# ---- alu_arbiter ----
File: src/rtl/alu_pkg.sv
// Shared ALU definitions: control codes, arbiter FSM state encoding and
// a helper that tells whether a control code is one the ALU implements.
package alu_pkg;

  localparam logic [3:0] ALU_AND = 4'b0000;
  localparam logic [3:0] ALU_OR  = 4'b0001;
  localparam logic [3:0] ALU_ADD = 4'b0010;
  localparam logic [3:0] ALU_SUB = 4'b0110;
  localparam logic [3:0] ALU_SLT = 4'b0111;

  typedef enum logic [1:0] {
    IDLE = 2'd0,
    EXEC = 2'd1,
    RESP = 2'd2
  } arb_state_e;

  function automatic logic alu_code_legal(input logic [3:0] code);
    logic legal;
    legal = 1'b0;
    case (code)
      ALU_AND, ALU_OR, ALU_ADD, ALU_SUB, ALU_SLT: legal = 1'b1;
      default: legal = 1'b0;
    endcase
    return legal;
  endfunction

endpackage

File: src/rtl/alu.sv
// Combinational ALU: AND, OR, wrapping ADD/SUB and signed set-less-than.
// Unsupported codes produce a zero result.
module alu
  import alu_pkg::*;
#(
  parameter int WIDTH = 32
) (
  input  logic [WIDTH-1:0] a,
  input  logic [WIDTH-1:0] b,
  input  logic [3:0]       ALU_Ctrl,
  output logic [WIDTH-1:0] result,
  output logic             zero
);

  logic signed [WIDTH-1:0] a_s;
  logic signed [WIDTH-1:0] b_s;

  assign a_s = a;
  assign b_s = b;

  // Operation select; SLT compares as two's-complement values
  always_comb begin
    result = '0;
    case (ALU_Ctrl)
      ALU_AND: result = a & b;
      ALU_OR:  result = a | b;
      ALU_ADD: result = a + b;
      ALU_SUB: result = a - b;
      ALU_SLT: result = {{(WIDTH-1){1'b0}}, (a_s < b_s)};
      default: result = '0;
    endcase
  end

  assign zero = (result == '0);

endmodule

File: src/rtl/alu_arbiter.sv
// Round-robin arbiter sharing one ALU between two requesters.
// One operation in flight: IDLE (accept) -> EXEC (ALU evaluates) -> RESP
// (response held until the granted requester takes it).
module alu_arbiter
  import alu_pkg::*;
#(
  parameter int WIDTH = 32
) (
  input  logic             clk,
  input  logic             rst,
  input  logic [1:0]       req_valid,
  output logic [1:0]       req_ready,
  input  logic [WIDTH-1:0] req_a0,
  input  logic [WIDTH-1:0] req_b0,
  input  logic [WIDTH-1:0] req_a1,
  input  logic [WIDTH-1:0] req_b1,
  input  logic [3:0]       req_ctrl0,
  input  logic [3:0]       req_ctrl1,
  output logic [1:0]       rsp_valid,
  input  logic [1:0]       rsp_ready,
  output logic [WIDTH-1:0] rsp_result,
  output logic             rsp_zero,
  output logic             rsp_err
);

  arb_state_e       state_q;
  logic             last_q;
  logic             gnt_q;
  logic [WIDTH-1:0] a_q;
  logic [WIDTH-1:0] b_q;
  logic [3:0]       ctrl_q;
  logic [1:0]       rsp_valid_q;
  logic [WIDTH-1:0] result_q;
  logic             zero_q;
  logic             err_q;

  logic             win_d;
  logic             accept;
  logic [WIDTH-1:0] alu_result;
  logic             alu_zero;

  // Round-robin pick: a sole requester wins, a tie goes to the one not granted last
  always_comb begin
    win_d = 1'b0;
    if (req_valid == 2'b11) begin
      win_d = ~last_q;
    end else if (req_valid[1]) begin
      win_d = 1'b1;
    end
    req_ready = 2'b00;
    if (!rst && (state_q == IDLE) && (req_valid != 2'b00)) begin
      req_ready = win_d ? 2'b10 : 2'b01;
    end
  end

  assign accept = |req_ready;

  alu #(
    .WIDTH(WIDTH)
  ) u_alu (
    .a        (a_q),
    .b        (b_q),
    .ALU_Ctrl (ctrl_q),
    .result   (alu_result),
    .zero     (alu_zero)
  );

  // Operand capture on accept; pure data, so no reset needed
  always_ff @(posedge clk) begin
    if (accept) begin
      a_q    <= win_d ? req_a1 : req_a0;
      b_q    <= win_d ? req_b1 : req_b0;
      ctrl_q <= win_d ? req_ctrl1 : req_ctrl0;
    end
  end

  // Control FSM with registered response; reset drops any operation in flight
  always_ff @(posedge clk) begin
    if (rst) begin
      state_q     <= IDLE;
      last_q      <= 1'b1;
      gnt_q       <= 1'b0;
      rsp_valid_q <= 2'b00;
      result_q    <= '0;
      zero_q      <= 1'b0;
      err_q       <= 1'b0;
    end else begin
      case (state_q)
        IDLE: begin
          if (accept) begin
            gnt_q   <= win_d;
            last_q  <= win_d;
            state_q <= EXEC;
          end
        end
        EXEC: begin
          result_q    <= alu_result;
          zero_q      <= alu_zero;
          err_q       <= ~alu_code_legal(ctrl_q);
          rsp_valid_q <= gnt_q ? 2'b10 : 2'b01;
          state_q     <= RESP;
        end
        RESP: begin
          if (rsp_ready[gnt_q]) begin
            rsp_valid_q <= 2'b00;
            state_q     <= IDLE;
          end
        end
        default: begin
          state_q     <= IDLE;
          rsp_valid_q <= 2'b00;
        end
      endcase
    end
  end

  assign rsp_valid  = rsp_valid_q;
  assign rsp_result = result_q;
  assign rsp_zero   = zero_q;
  assign rsp_err    = err_q;

endmodule

File: config.mk
export PLATFORM = sky130hd
export DESIGN_NAME = alu_arbiter
export DESIGN_NICKNAME = d
export VERILOG_FILES = /design/src/rtl/alu_pkg.sv /design/src/rtl/alu.sv /design/src/rtl/alu_arbiter.sv
export SDC_FILE = /design/constraint.sdc
export NUM_CORES = 1
export LEC_CHECK = 0
export ABC_AREA = 1
export CORE_ASPECT_RATIO = 1.75
export CORE_MARGIN = 1
export CORE_UTILIZATION = 50
export DETAILED_ROUTE_END_ITERATION = 16
export GPL_ROUTABILITY_DRIVEN = 0
export GPL_TIMING_DRIVEN = 0
export PLACE_DENSITY_LB_ADDON = 0.12
export SYNTH_ARGS = -nofsm -noshare
export SYNTH_HDL_FRONTEND = slang
export SYNTH_HIERARCHICAL = 1
export SYNTH_SLANG_ARGS = --single-unit
File: constraint.sdc
create_clock -name clk -period 5.7 [get_ports clk]
set_input_delay 0.57 -clock clk [delete_from_list [all_inputs] [get_ports clk]]
set_output_delay 0.57 -clock clk [all_outputs]
set_load 0.01 [all_outputs]
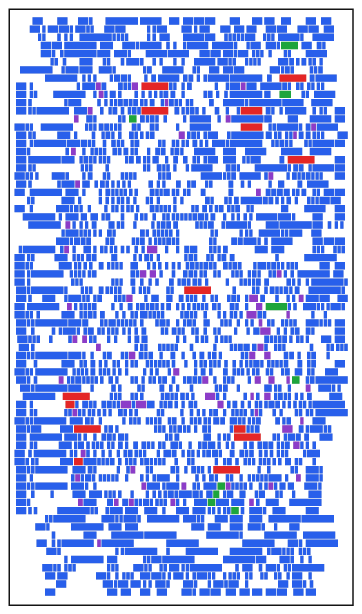
**Above:** alu_arbiter (drive-strength map).
(3 px per um)
_0 and _1 cells -> blue  # cells 1968, share 96%
_6 and larger -> red  # cells 14, share 0.68%
_3 and _4 cells -> green  # cells 9, share 0.44%
_2 cells -> purple  # cells 69, share 3.3%

==> impl_metrics.toml <==
# synthesis and place-and-route metrics
[run_status]
status = "finished, final reports clean"

[setup_path]
reg2reg_from = "b_q[0]"
reg2reg_slack_ns = 2.27
cpMostUsedCell = "nand2_1"
crit_chain = "ha_1 > inv_1 > fa_1 > inv_1 > nand3_1 > nand2_1 > nand3_1 > nand3_1 > nand2_1 > nand2_1 > nand2_1 > nand3_1 > nand2_1 > nor2_1 > nand2_1 > nor2_1 > nand3_1 > nor2_1 > o21ai_0 > nor2_1"
end_kind = "flop"
worstReg2RegEnd = "rsp_zero"
cp.depth = 20

[die]
ios = 180
die_h_um = 198
die_x_um = 114

[synthesis]
synth_cells = 1863
synthMostInstantiatedCell = "nand2_1"
syn_area_um2 = 11000
top_logic_kind = "simple AND/OR/NAND/NOR gates"
synthTopCellsByCount = "nand2_1, inv_1, nor2_1"

[min_path]
min_delay_path_depth = 2

[final_timing]
fin_worst_skew_ns = 0.0123

[grt]
grt_overflow = 0
antenna_found_initial = 0
track_usage_pct = 32.2
grt_pass1_wl_um = 55400

[pwr]
powerSeq_uw = 959
pg_comb_mw = 1.20

[finish]
largestClassByArea = "logic gates"
inverters = 351
diodes = 1
area_growth_syn_to_layout_pct = 22.6
logic_area_um2 = 6550

[clock_network]
cts_tree = "built"

[route]
drt-vias-per-instance = 5.08

[placement]
portBuffers = 179
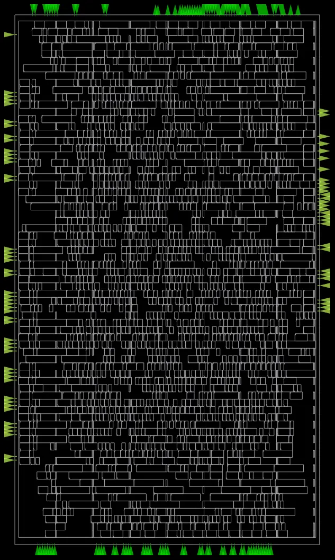
**Above:** alu_arbiter (placement view).
tap cell count: 292
sequential share of cell area: 21.1%


# ---- pipe_reg_chain ----
**pipe_reg_chain: drive-strength map**

(6 px per um)
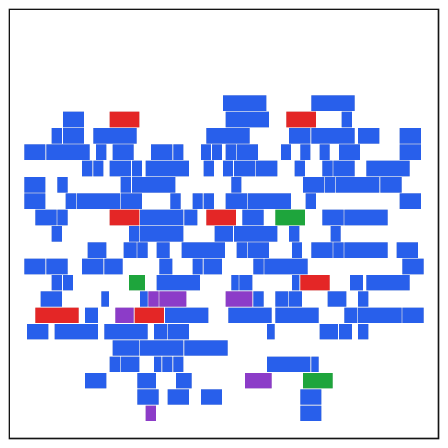
**pipe_reg_chain: I/O pins on the die edge**

(6 px per um) Pins as bars across the die edge, other pins in grey.
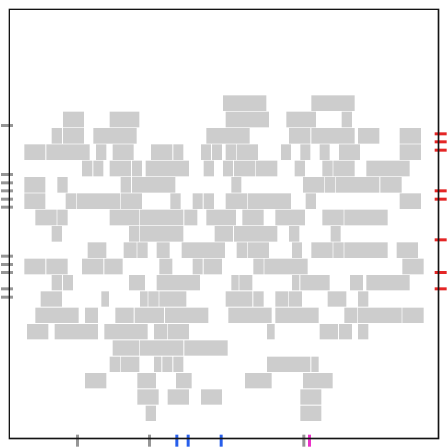
### config.mk
export PLATFORM = sky130hd
export DESIGN_NAME = pipe_reg_chain
export DESIGN_NICKNAME = d
export VERILOG_FILES = /design/src/rtl/pipe_reg_chain_pkg.sv /design/src/rtl/pipe_reg_chain_stage.sv /design/src/rtl/pipe_reg_chain.sv
export SDC_FILE = /design/constraint.sdc
export NUM_CORES = 1
export LEC_CHECK = 0
export ABC_CLOCK_PERIOD_IN_PS = 4650
export CAP_MARGIN = 25
export CORE_MARGIN = 2
export CORE_UTILIZATION = 31
export CTS_BUF_LIST = sky130_fd_sc_hd__clkbuf_8
export CTS_CLUSTER_SIZE = 25
export DETAILED_ROUTE_END_ITERATION = 7
export HOLD_SLACK_MARGIN = 0.12
export RECOVER_POWER = 100
export SETUP_SLACK_MARGIN = 0.02
export SLEW_MARGIN = 40
export SYNTH_ARGS = -nofsm -noshare
export SYNTH_HDL_FRONTEND = slang
export SYNTH_HIERARCHICAL = 1
export SYNTH_SLANG_ARGS = --single-unit
### constraint.sdc
create_clock -name clk -period 4.65 [get_ports clk]
set_input_delay 1.395 -clock clk [delete_from_list [all_inputs] [get_ports clk]]
set_output_delay 1.395 -clock clk [all_outputs]
set_load 0.05 [all_outputs]
### src/rtl/pipe_reg_chain_pkg.sv
// Shared definitions for the valid/ready register chain: default sizes and
// the occupancy-count width helper.
package pipe_reg_pkg;

  localparam int N_DEF      = 8;
  localparam int STAGES_DEF = 3;

  // Count must reach STAGES+1 when the skid entry is present.
  function automatic int cnt_width(input int stages);
    return $clog2(stages + 2);
  endfunction

endpackage

### src/rtl/pipe_reg_chain_stage.sv
// One valid/data stage of the chain. A stage loads whenever it is empty or
// its downstream neighbour is taking its current word.
module pipe_reg_stage
  import pipe_reg_pkg::*;
#(
  parameter int N = N_DEF
) (
  input  logic         clk,
  input  logic         reset,
  input  logic         flush,
  input  logic         up_valid,
  input  logic [N-1:0] up_data,
  input  logic         dn_ready,
  output logic         v,
  output logic [N-1:0] d,
  output logic         rdy
);

  assign rdy = ~v | dn_ready;

  always_ff @(posedge clk) begin
    if (reset) begin
      v <= 1'b0;
      d <= '0;
    end else begin
      if (flush)
        v <= 1'b0;
      else if (rdy)
        v <= up_valid;
      // Data only moves with a valid word so a held output never glitches.
      if (rdy && up_valid)
        d <= up_data;
    end
  end

endmodule

### src/rtl/pipe_reg_chain.sv
// Chain of STAGES valid/ready register stages with flush and occupancy count.
// Optional macro PIPE_REG_CHAIN_SKID_EN adds a skid entry and registered in_ready.
module pipe_reg_chain
  import pipe_reg_pkg::*;
#(
  parameter int N      = N_DEF,
  parameter int STAGES = STAGES_DEF,
  parameter int CW     = cnt_width(STAGES)
) (
  input  logic          clk,
  input  logic          reset,
  input  logic          flush,
  input  logic          in_valid,
  input  logic [N-1:0]  in_data,
  output logic          in_ready,
  output logic          out_valid,
  output logic [N-1:0]  out_data,
  input  logic          out_ready,
  output logic [CW-1:0] count
);

  logic [STAGES-1:0] w_v;
  logic [N-1:0]      w_d [STAGES];
  logic              w_rdy0;
  logic              w_s0_valid;
  logic [N-1:0]      w_s0_data;
  logic              w_in_xfer;
  logic              w_out_xfer;
  logic [CW-1:0]     r_count;

  // Each stage keeps its ready as a separate net; the ready chain runs
  // combinationally from out_ready back to stage 0.
  for (genvar k = 0; k < STAGES; k++) begin : g_stage
    logic         w_rdy;
    logic         w_dn;
    logic         w_up_valid;
    logic [N-1:0] w_up_data;

    if (k == STAGES - 1) begin : g_last
      assign w_dn = out_ready;
    end else begin : g_mid
      assign w_dn = g_stage[k+1].w_rdy;
    end

    if (k == 0) begin : g_first
      assign w_up_valid = w_s0_valid;
      assign w_up_data  = w_s0_data;
    end else begin : g_next
      assign w_up_valid = w_v[k-1];
      assign w_up_data  = w_d[k-1];
    end

    pipe_reg_stage #(.N(N)) u_stage (
      .clk      (clk),
      .reset    (reset),
      .flush    (flush),
      .up_valid (w_up_valid),
      .up_data  (w_up_data),
      .dn_ready (w_dn),
      .v        (w_v[k]),
      .d        (w_d[k]),
      .rdy      (w_rdy)
    );
  end

  assign w_rdy0 = g_stage[0].w_rdy;

`ifdef PIPE_REG_CHAIN_SKID_EN
  logic         r_skid_v;
  logic [N-1:0] r_skid_d;

  assign in_ready   = ~r_skid_v & ~flush;
  assign w_in_xfer  = in_valid & in_ready;
  // A parked word drains ahead of new input; otherwise input bypasses the skid.
  assign w_s0_valid = r_skid_v | w_in_xfer;
  assign w_s0_data  = r_skid_v ? r_skid_d : in_data;

  always_ff @(posedge clk) begin
    if (reset) begin
      r_skid_v <= 1'b0;
      r_skid_d <= '0;
    end else if (flush) begin
      r_skid_v <= 1'b0;
    end else if (r_skid_v) begin
      if (w_rdy0)
        r_skid_v <= 1'b0;
    end else if (w_in_xfer && !w_rdy0) begin
      r_skid_v <= 1'b1;
      r_skid_d <= in_data;
    end
  end
`else
  assign in_ready   = w_rdy0 & ~flush;
  assign w_in_xfer  = in_valid & in_ready;
  assign w_s0_valid = w_in_xfer;
  assign w_s0_data  = in_data;
`endif

  assign out_valid  = w_v[STAGES-1];
  assign out_data   = w_d[STAGES-1];
  assign w_out_xfer = out_valid & out_ready;

  always_ff @(posedge clk) begin
    if (reset || flush)
      r_count <= '0;
    else if (w_in_xfer && !w_out_xfer)
      r_count <= r_count + CW'(1);
    else if (!w_in_xfer && w_out_xfer)
      r_count <= r_count - CW'(1);
  end

  assign count = r_count;

endmodule

==> impl_metrics.toml <==
# synthesis and place-and-route metrics
[run_status]
status = "finished, final reports clean"

[setup_path]
crit_path_start_kind = "input port"
path_class = "in -> out"
worstReg2RegEnd = "count[2]"

[synthesis]
synth_warnings = 6
syn_area_um2 = 1400
mux_share_pct = 0.713
synth-xor-area-share_pct = 1.25
ys_seq_share_pct = 42.8

[route]
routed_wl_um = 2660
drt_iter0_drc = 44

[final_timing]
holdWs_ns = 0.459
worstMarginPinSlew_ns = 0.607

[finish]
largest_reg_flops = 24
comb_share_pct = 39.5
layout.nets = 177
fin_util_pct = 39.4

[pwr]
maxPowerGroup = "registers"
internal_power_uw = 400
p_clk_uw = 211

[grt]
antenna_found_initial = 0
grt_use_met2_pct = 15.2

[placement]
dp.cells = 207

[clock_network]
htreeDepth = 2

[run]
max-cap-violations = 0
About 'drive-strength map' of pipe_reg_chain:
_6 and larger -> red  # cells 7, share 4.3%
_2 cells -> purple  # cells 6, share 3.7%
_3 and _4 cells -> green  # cells 3, share 1.8%
_0 and _1 cells -> blue  # cells 147, share 90%

About 'I/O pins on the die edge' of pipe_reg_chain:
out_ready -> magenta  # pins 1, direction input, edge bottom
count -> blue  # pins 3, direction output, edge bottom
out_data -> red  # pins 8, direction output, edge right


# ---- serial_adder ----
===== src/rtl/serial_adder_pkg.sv =====
`default_nettype none
// ============================================================================
//  Module      : serial_adder_pkg
//  Description : Shared definitions for the bit-serial adder: FSM state
//                encoding and the bit-counter width helper.
//  Revision    : 1.0 - initial release
// ============================================================================
package serial_adder_pkg;

    // FSM encoding, fixed values so the state can be read off a waveform
    typedef enum logic [1:0] {
        IDLE  = 2'd0,
        SHIFT = 2'd1,
        DONE  = 2'd2
    } state_t;

    // ceil(log2(width)): bits needed to count 0 .. width-1
    function automatic int cnt_width(input int width);
        int w;
        w = 0;
        for (int i = 0; i < 32; i++) begin
            if ((1 << i) < width) begin
                w = i + 1;
            end
        end
        return w;
    endfunction

endpackage
`default_nettype wire


===== src/rtl/full_adder.sv =====
`default_nettype none
// ============================================================================
//  Module      : full_adder
//  Description : One-bit full-adder cell used by the serial datapath.
//  Ports       : a, b, cin -> operand bits and carry in
//                sum, cout -> sum bit and carry out
//  Revision    : 1.0 - initial release
// ============================================================================
module full_adder (
    input  logic a,
    input  logic b,
    input  logic cin,
    output logic sum,
    output logic cout
);

    logic w_p;

    assign w_p  = a ^ b;
    assign sum  = w_p ^ cin;
    assign cout = (a & b) | (cin & w_p);

endmodule
`default_nettype wire


===== src/rtl/serial_adder.sv =====
`default_nettype none
// ============================================================================
//  Module      : serial_adder
//  Description : Bit-serial adder/subtractor. One operand bit pair is
//                processed per clock, LSB first, through a single full-adder
//                cell. Subtraction is a + ~b + 1.
//  Ports       : clk, rst            -> clock, async active-high reset
//                start, sub          -> request / operation select
//                a, b, cin           -> operands and carry in (add only)
//                busy, done          -> processing flag / result pulse
//                sum, cout, ovf      -> registered result, carry, overflow
//  Revision    : 1.0 - initial release
// ============================================================================
module serial_adder
    import serial_adder_pkg::*;
#(
    parameter int WIDTH = 8
) (
    input  logic             clk,
    input  logic             rst,
    input  logic             start,
    input  logic             sub,
    input  logic [WIDTH-1:0] a,
    input  logic [WIDTH-1:0] b,
    input  logic             cin,
    output logic             busy,
    output logic             done,
    output logic [WIDTH-1:0] sum,
    output logic             cout,
    output logic             ovf
);

    localparam int               c_CW   = cnt_width(WIDTH);
    localparam logic [c_CW-1:0]  c_LAST = c_CW'(WIDTH - 1);

    state_t             r_state;
    logic [WIDTH-1:0]   r_a;
    logic [WIDTH-1:0]   r_b;
    logic [WIDTH-2:0]   r_acc;
    logic               r_carry;
    logic [c_CW-1:0]    r_cnt;

    logic               w_s;
    logic               w_co;
    logic [WIDTH-1:0]   w_acc_next;

    full_adder u_fa (
        .a    (r_a[0]),
        .b    (r_b[0]),
        .cin  (r_carry),
        .sum  (w_s),
        .cout (w_co)
    );

    // New bit enters from the MSB side; the full word only exists on the
    // final step, so the accumulator keeps just the WIDTH-1 earlier bits.
    assign w_acc_next = {w_s, r_acc};

    always_ff @(posedge clk or posedge rst) begin
        if (rst) begin
            r_state <= IDLE;
            r_a     <= '0;
            r_b     <= '0;
            r_acc   <= '0;
            r_carry <= 1'b0;
            r_cnt   <= '0;
            busy    <= 1'b0;
            done    <= 1'b0;
            sum     <= '0;
            cout    <= 1'b0;
            ovf     <= 1'b0;
        end else begin
            done <= 1'b0;
            case (r_state)
                IDLE: begin
                    if (start) begin
                        r_a     <= a;
                        r_b     <= sub ? ~b : b;
                        r_carry <= sub ? 1'b1 : cin;
                        r_cnt   <= '0;
                        busy    <= 1'b1;
                        r_state <= SHIFT;
                    end
                end
                SHIFT: begin
                    r_acc   <= w_acc_next[WIDTH-1:1];
                    r_a     <= r_a >> 1;
                    r_b     <= r_b >> 1;
                    r_carry <= w_co;
                    r_cnt   <= r_cnt + c_CW'(1);
                    if (r_cnt == c_LAST) begin
                        sum     <= w_acc_next;
                        cout    <= w_co;
                        // r_carry is the carry into the MSB on this step
                        ovf     <= r_carry ^ w_co;
                        busy    <= 1'b0;
                        done    <= 1'b1;
                        r_state <= DONE;
                    end
                end
                DONE: begin
                    r_state <= IDLE;
                end
                default: begin
                    busy    <= 1'b0;
                    r_state <= IDLE;
                end
            endcase
        end
    end

endmodule
`default_nettype wire


===== config.mk =====
export PLATFORM = sky130hd
export DESIGN_NAME = serial_adder
export DESIGN_NICKNAME = d
export VERILOG_FILES = /design/src/rtl/serial_adder_pkg.sv /design/src/rtl/full_adder.sv /design/src/rtl/serial_adder.sv
export SDC_FILE = /design/constraint.sdc
export NUM_CORES = 1
export LEC_CHECK = 0
export CORE_MARGIN = 10
export CORE_UTILIZATION = 57
export DETAILED_ROUTE_END_ITERATION = 12
export PLACE_DENSITY = 0.8
export SLEW_MARGIN = 20
export SYNTH_ARGS = -nofsm -noshare
export SYNTH_HDL_FRONTEND = slang
export SYNTH_SLANG_ARGS = --single-unit
export TNS_END_PERCENT = 100

===== constraint.sdc =====
create_clock -name clk -period 2.6 [get_ports clk]
set_input_delay 0.52 -clock clk [delete_from_list [all_inputs] [get_ports clk]]
set_output_delay 0.52 -clock clk [all_outputs]
set_load 0.01 [all_outputs]

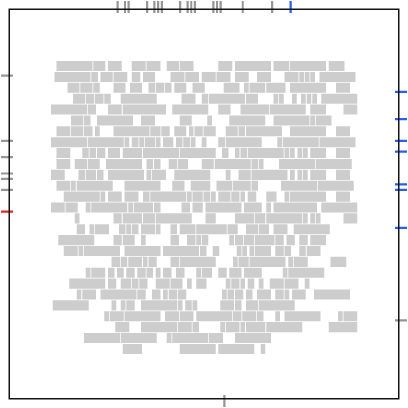
**Above:** serial_adder (I/O pins on the die edge).
(4 px per um) Pins as bars across the die edge, other pins in grey.
busy -> red  # pins 1, direction output, edge left
sum -> blue  # pins 8, direction output, edge 7 right, 1 top
all pins by edge = 17 top, 8 right, 7 left, 1 bottom
IO Port Bufs: 32
Die Y: 97.0 um
Chip Width: 97.0 um

==> impl_metrics.toml <==
# synthesis and place-and-route metrics
[pwr]
powerDensity_nw_per_um2 = 534
switchingPower_uw = 481
seqPwrFrac_pct = 50.4
power_frac_comb_pct = 3.3

[min_path]
hold_path_class = "reg -> reg"
min_from = "r_a[1]"

[route]
postRouteAntennaNets = 0

[clock_network]
clock_path_buffers = 2

[grt]
grt_overflow = 0
track_usage_pct = 15.6

[finish]
inverters = 5
clkCellAreaFrac_pct = 5.67

[synthesis]
edf_count = 0
synthesis.nets = 355

[run_status]
status = "finished, final reports clean"

# ---- mem_arbiter ----
===== src/rtl/mem_arbiter.sv =====
// Memory arbiter: shares one single-ported memory between the instruction
// cache and the vector data cache. Data has priority, but after each data
// burst a pending instruction read is guaranteed the next grant.
module mem_arbiter #(
  parameter int ADDR_WIDTH    = 17,
  parameter int LEN           = 32,
  parameter int VECTOR_SIZE   = 8,
  parameter int BEAT_CNT_SIZE = 4
) (
  input  logic                     clk,
  input  logic                     rst,
  input  logic                     i_req,
  input  logic [ADDR_WIDTH-1:0]    i_addr,
  output logic [LEN-1:0]           i_data,
  output logic                     i_ready,
  input  logic [1:0]               d_vis_signal,
  input  logic [ADDR_WIDTH-1:0]    d_addr,
  input  logic [LEN-1:0]           d_wdata,
  input  logic [BEAT_CNT_SIZE-1:0] d_write_length,
  output logic [LEN-1:0]           d_rdata,
  output logic [1:0]               mem_status,
  output logic [ADDR_WIDTH-1:0]    ram_addr,
  output logic                     ram_we,
  output logic [LEN-1:0]           ram_wdata,
  input  logic [LEN-1:0]           ram_rdata
);

  // State encoding doubles as the broadcast memory status.
  localparam logic [1:0] ST_IDLE = 2'd0;
  localparam logic [1:0] ST_INST = 2'd1;
  localparam logic [1:0] ST_DATA = 2'd2;

  localparam logic [1:0] CMD_NOP   = 2'd0;
  localparam logic [1:0] CMD_WRITE = 2'd2;
  localparam logic [1:0] CMD_RB    = 2'd3;

  localparam logic [BEAT_CNT_SIZE-1:0] BEAT_MAX = BEAT_CNT_SIZE'(VECTOR_SIZE);

  logic [1:0]               state_q, state_d;
  logic [BEAT_CNT_SIZE-1:0] beat_q, beat_d;
  logic                     inst_pref_q, inst_pref_d;
  logic [ADDR_WIDTH-1:0]    last_addr_q;
  logic [LEN-1:0]           i_data_q;
  logic [LEN-1:0]           d_rdata_q;

  logic                     d_serve;
  logic                     i_serve;
  logic [BEAT_CNT_SIZE-1:0] serve_beat;
  logic [BEAT_CNT_SIZE-1:0] len_eff;
  logic                     d_cmd;
  logic                     burst_cmd;
  logic                     d_win_idle;

  assign d_cmd      = (d_vis_signal != CMD_NOP);
  assign burst_cmd  = (d_vis_signal == CMD_RB) || (d_vis_signal == CMD_WRITE);
  // A pending instruction read that waited out a burst beats any new data request.
  assign d_win_idle = d_cmd && !(inst_pref_q && i_req);
  assign len_eff    = (d_write_length > BEAT_MAX) ? BEAT_MAX : d_write_length;

  // State register plus the held read data and last presented address.
  always_ff @(posedge clk or posedge rst) begin
    if (rst) begin
      state_q     <= ST_IDLE;
      beat_q      <= '0;
      inst_pref_q <= 1'b0;
      last_addr_q <= '0;
      i_data_q    <= '0;
      d_rdata_q   <= '0;
    end else begin
      state_q     <= state_d;
      beat_q      <= beat_d;
      inst_pref_q <= inst_pref_d;
      if (d_serve || i_serve) last_addr_q <= ram_addr;
      if (i_serve) i_data_q  <= ram_rdata;
      if (d_serve) d_rdata_q <= ram_rdata;
    end
  end

  // Next-state, beat counter and fairness flag.
  always_comb begin
    state_d     = state_q;
    beat_d      = beat_q;
    inst_pref_d = inst_pref_q;
    case (state_q)
      ST_IDLE: begin
        if (d_win_idle) begin
          state_d = ST_DATA;
          beat_d  = BEAT_CNT_SIZE'(1);
        end else if (i_req) begin
          state_d     = ST_INST;
          inst_pref_d = 1'b0;
        end
      end
      ST_INST: state_d = ST_IDLE;
      ST_DATA: begin
        if (beat_q == BEAT_MAX || !d_cmd) begin
          state_d     = ST_IDLE;
          beat_d      = '0;
          inst_pref_d = i_req;
        end else if (burst_cmd) begin
          beat_d = beat_q + 1'b1;
        end
      end
      default: state_d = ST_IDLE;
    endcase
  end

  // Which requester owns the memory this cycle, and the resulting memory drive.
  always_comb begin
    d_serve    = 1'b0;
    i_serve    = 1'b0;
    serve_beat = beat_q;
    case (state_q)
      ST_IDLE: begin
        if (d_win_idle) begin
          d_serve    = 1'b1;
          serve_beat = '0;
        end else if (i_req) begin
          i_serve = 1'b1;
        end
      end
      ST_DATA: d_serve = (beat_q != BEAT_MAX) && burst_cmd;
      default: ;
    endcase
    // Reset silences the memory immediately, even with a command still asserted.
    if (rst) begin
      d_serve = 1'b0;
      i_serve = 1'b0;
    end
    if (d_serve)      ram_addr = d_addr + (ADDR_WIDTH'(serve_beat) << 2);
    else if (i_serve) ram_addr = i_addr;
    else              ram_addr = last_addr_q;
    ram_we    = d_serve && (d_vis_signal == CMD_WRITE) && (serve_beat < len_eff);
    ram_wdata = d_wdata;
    i_ready   = i_serve;
    i_data    = i_serve ? ram_rdata : i_data_q;
    d_rdata   = d_serve ? ram_rdata : d_rdata_q;
  end

  assign mem_status = state_q;

endmodule


===== config.mk =====
export PLATFORM = sky130hd
export DESIGN_NAME = mem_arbiter
export DESIGN_NICKNAME = d
export VERILOG_FILES = /design/src/rtl/mem_arbiter.sv
export SDC_FILE = /design/constraint.sdc
export NUM_CORES = 1
export LEC_CHECK = 0
export CAP_MARGIN = 25
export CORE_UTILIZATION = 35
export CTS_CLUSTER_SIZE = 8
export DETAILED_ROUTE_END_ITERATION = 16
export PLACE_DENSITY = 0.82
export SLEW_MARGIN = 20
export SYNTH_ARGS = -nofsm -noshare
export SYNTH_HDL_FRONTEND = slang
export SYNTH_SLANG_ARGS = --single-unit
export TNS_END_PERCENT = 30

===== constraint.sdc =====
create_clock -name clk -period 10.9 [get_ports clk]
set_input_delay 3.27 -clock clk [delete_from_list [all_inputs] [get_ports clk]]
set_output_delay 3.27 -clock clk [all_outputs]
set_load 0.005 [all_outputs]

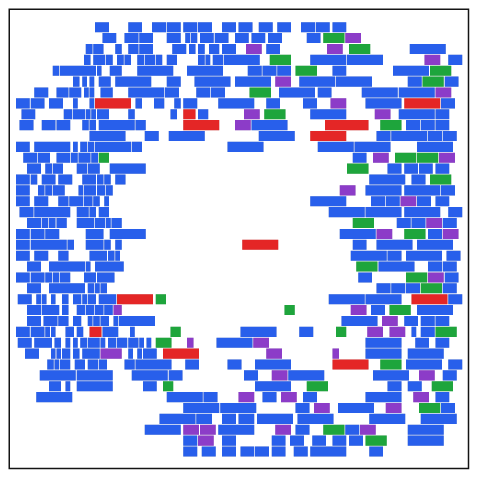
**Above:** mem_arbiter (drive-strength map).
(4 px per um)
_6 and larger -> red  # cells 12, share 2.4%
_2 cells -> purple  # cells 40, share 8.1%
_0 and _1 cells -> blue  # cells 411, share 83%
_3 and _4 cells -> green  # cells 33, share 6.7%
synth-to-layout area growth: 39.9%
Non-clk bufs: 163
fin area: 6190 um2
final setup margin: 0.925 ns

==> impl_metrics.toml <==
# synthesis and place-and-route metrics
[run_status]
status = "finished, final reports clean"

[finish]
drive_gt1_share_pct = 17.1
instances_no_fill = 664
diodes = 0
clkCellAreaFrac_pct = 4.79
fin_util_pct = 50.9
nFillCells = 1080

[final_timing]
fin_worst_skew_ns = 0.00539
setup_viol = 0
grt_setup_unrepaired = "no"
relSlewSlack_pct = 42.1
holdWs_ns = 0.483

[pwr]
switchingPower_uw = 468
pg_comb_uw = 764
p_leak_nw = 2.64

[grt]
grt_use_met2_pct = 27.4
grt_use_met3_pct = 5.77
antenna_found_initial = 0
grt_pass1_wl_um = 16900

[die]
die_area_um2 = 13100
ios = 224
core_um2 = 12200

[synthesis]
synth-seq-cells = 88
aoi_share_pct = 10.8
syn_area_um2 = 4430
top_logic_kind = "multiplexers"
yosys-stat-area_um2 = 4430

[clock_network]
clkSlewWorstSetupHoldPaths_ns = 0.06
cts_setup_buffers = 0
htreeDepth = 3

[route]
routed_wl_um = 10600
dr_wl_met2_um = 5110
postRouteAntennaNets = 0
met3_length_um = 838
wire_per_inst_um = 16.0
m1WireLength_um = 4540
first_pass_iters = 5

[setup_path]
cpLargestDelayFamily = "buffers and inverters"
cp.depth = 11
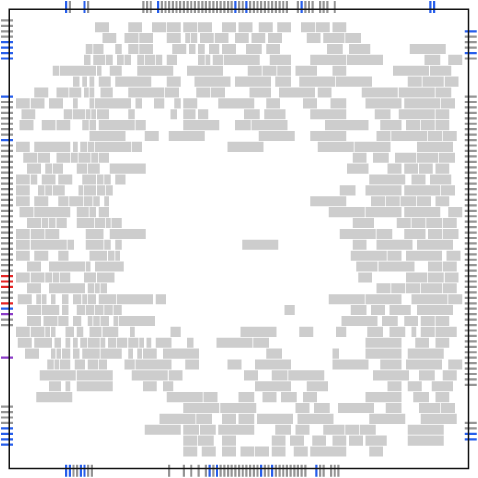
**Above:** mem_arbiter (I/O pins on the die edge).
(4 px per um) Pins as bars across the die edge, other pins in grey.
d_vis_signal -> purple  # pins 2, direction input, edge left
d_write_length -> red  # pins 4, direction input, edge left
d_wdata -> blue  # pins 32, direction input, edge 11 left, 9 bottom, 8 top, 4 right
all pins by edge = 64 right, 60 left, 54 top, 46 bottom
Die Y: 114 um
IO Port Bufs: 159
Chip Width: 114 um



==> notes/layouts.md <==
Pictures saved along the way, in no particular order.

Wiring by layer.
(a)
(6 px per um) Only two layers are drawn.
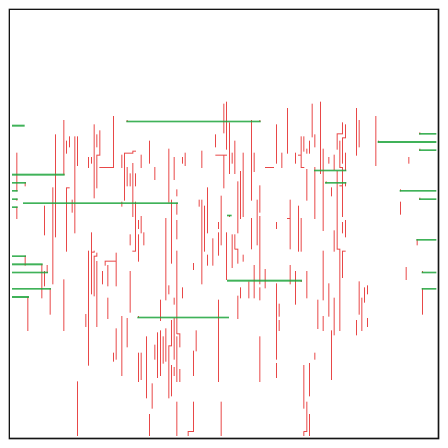
(b)
(3 px per um) Only two layers are drawn.
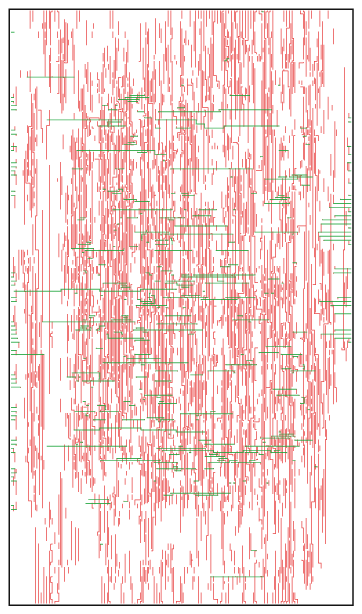
(c)
(4 px per um) Only two layers are drawn.
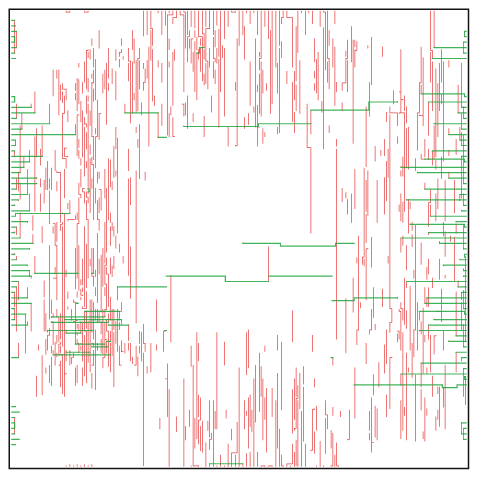
(d)
(4 px per um) Only two layers are drawn.
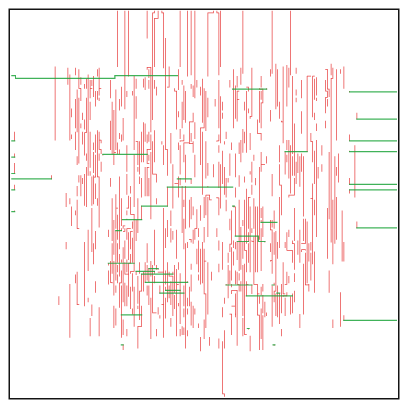
(c) -> mem_arbiter
(b) -> alu_arbiter
(d) -> serial_adder
(a) -> pipe_reg_chain

Key to (c):
metal 3 -> green  # wire length 838 um
metal 2 -> red  # wire length 5110 um

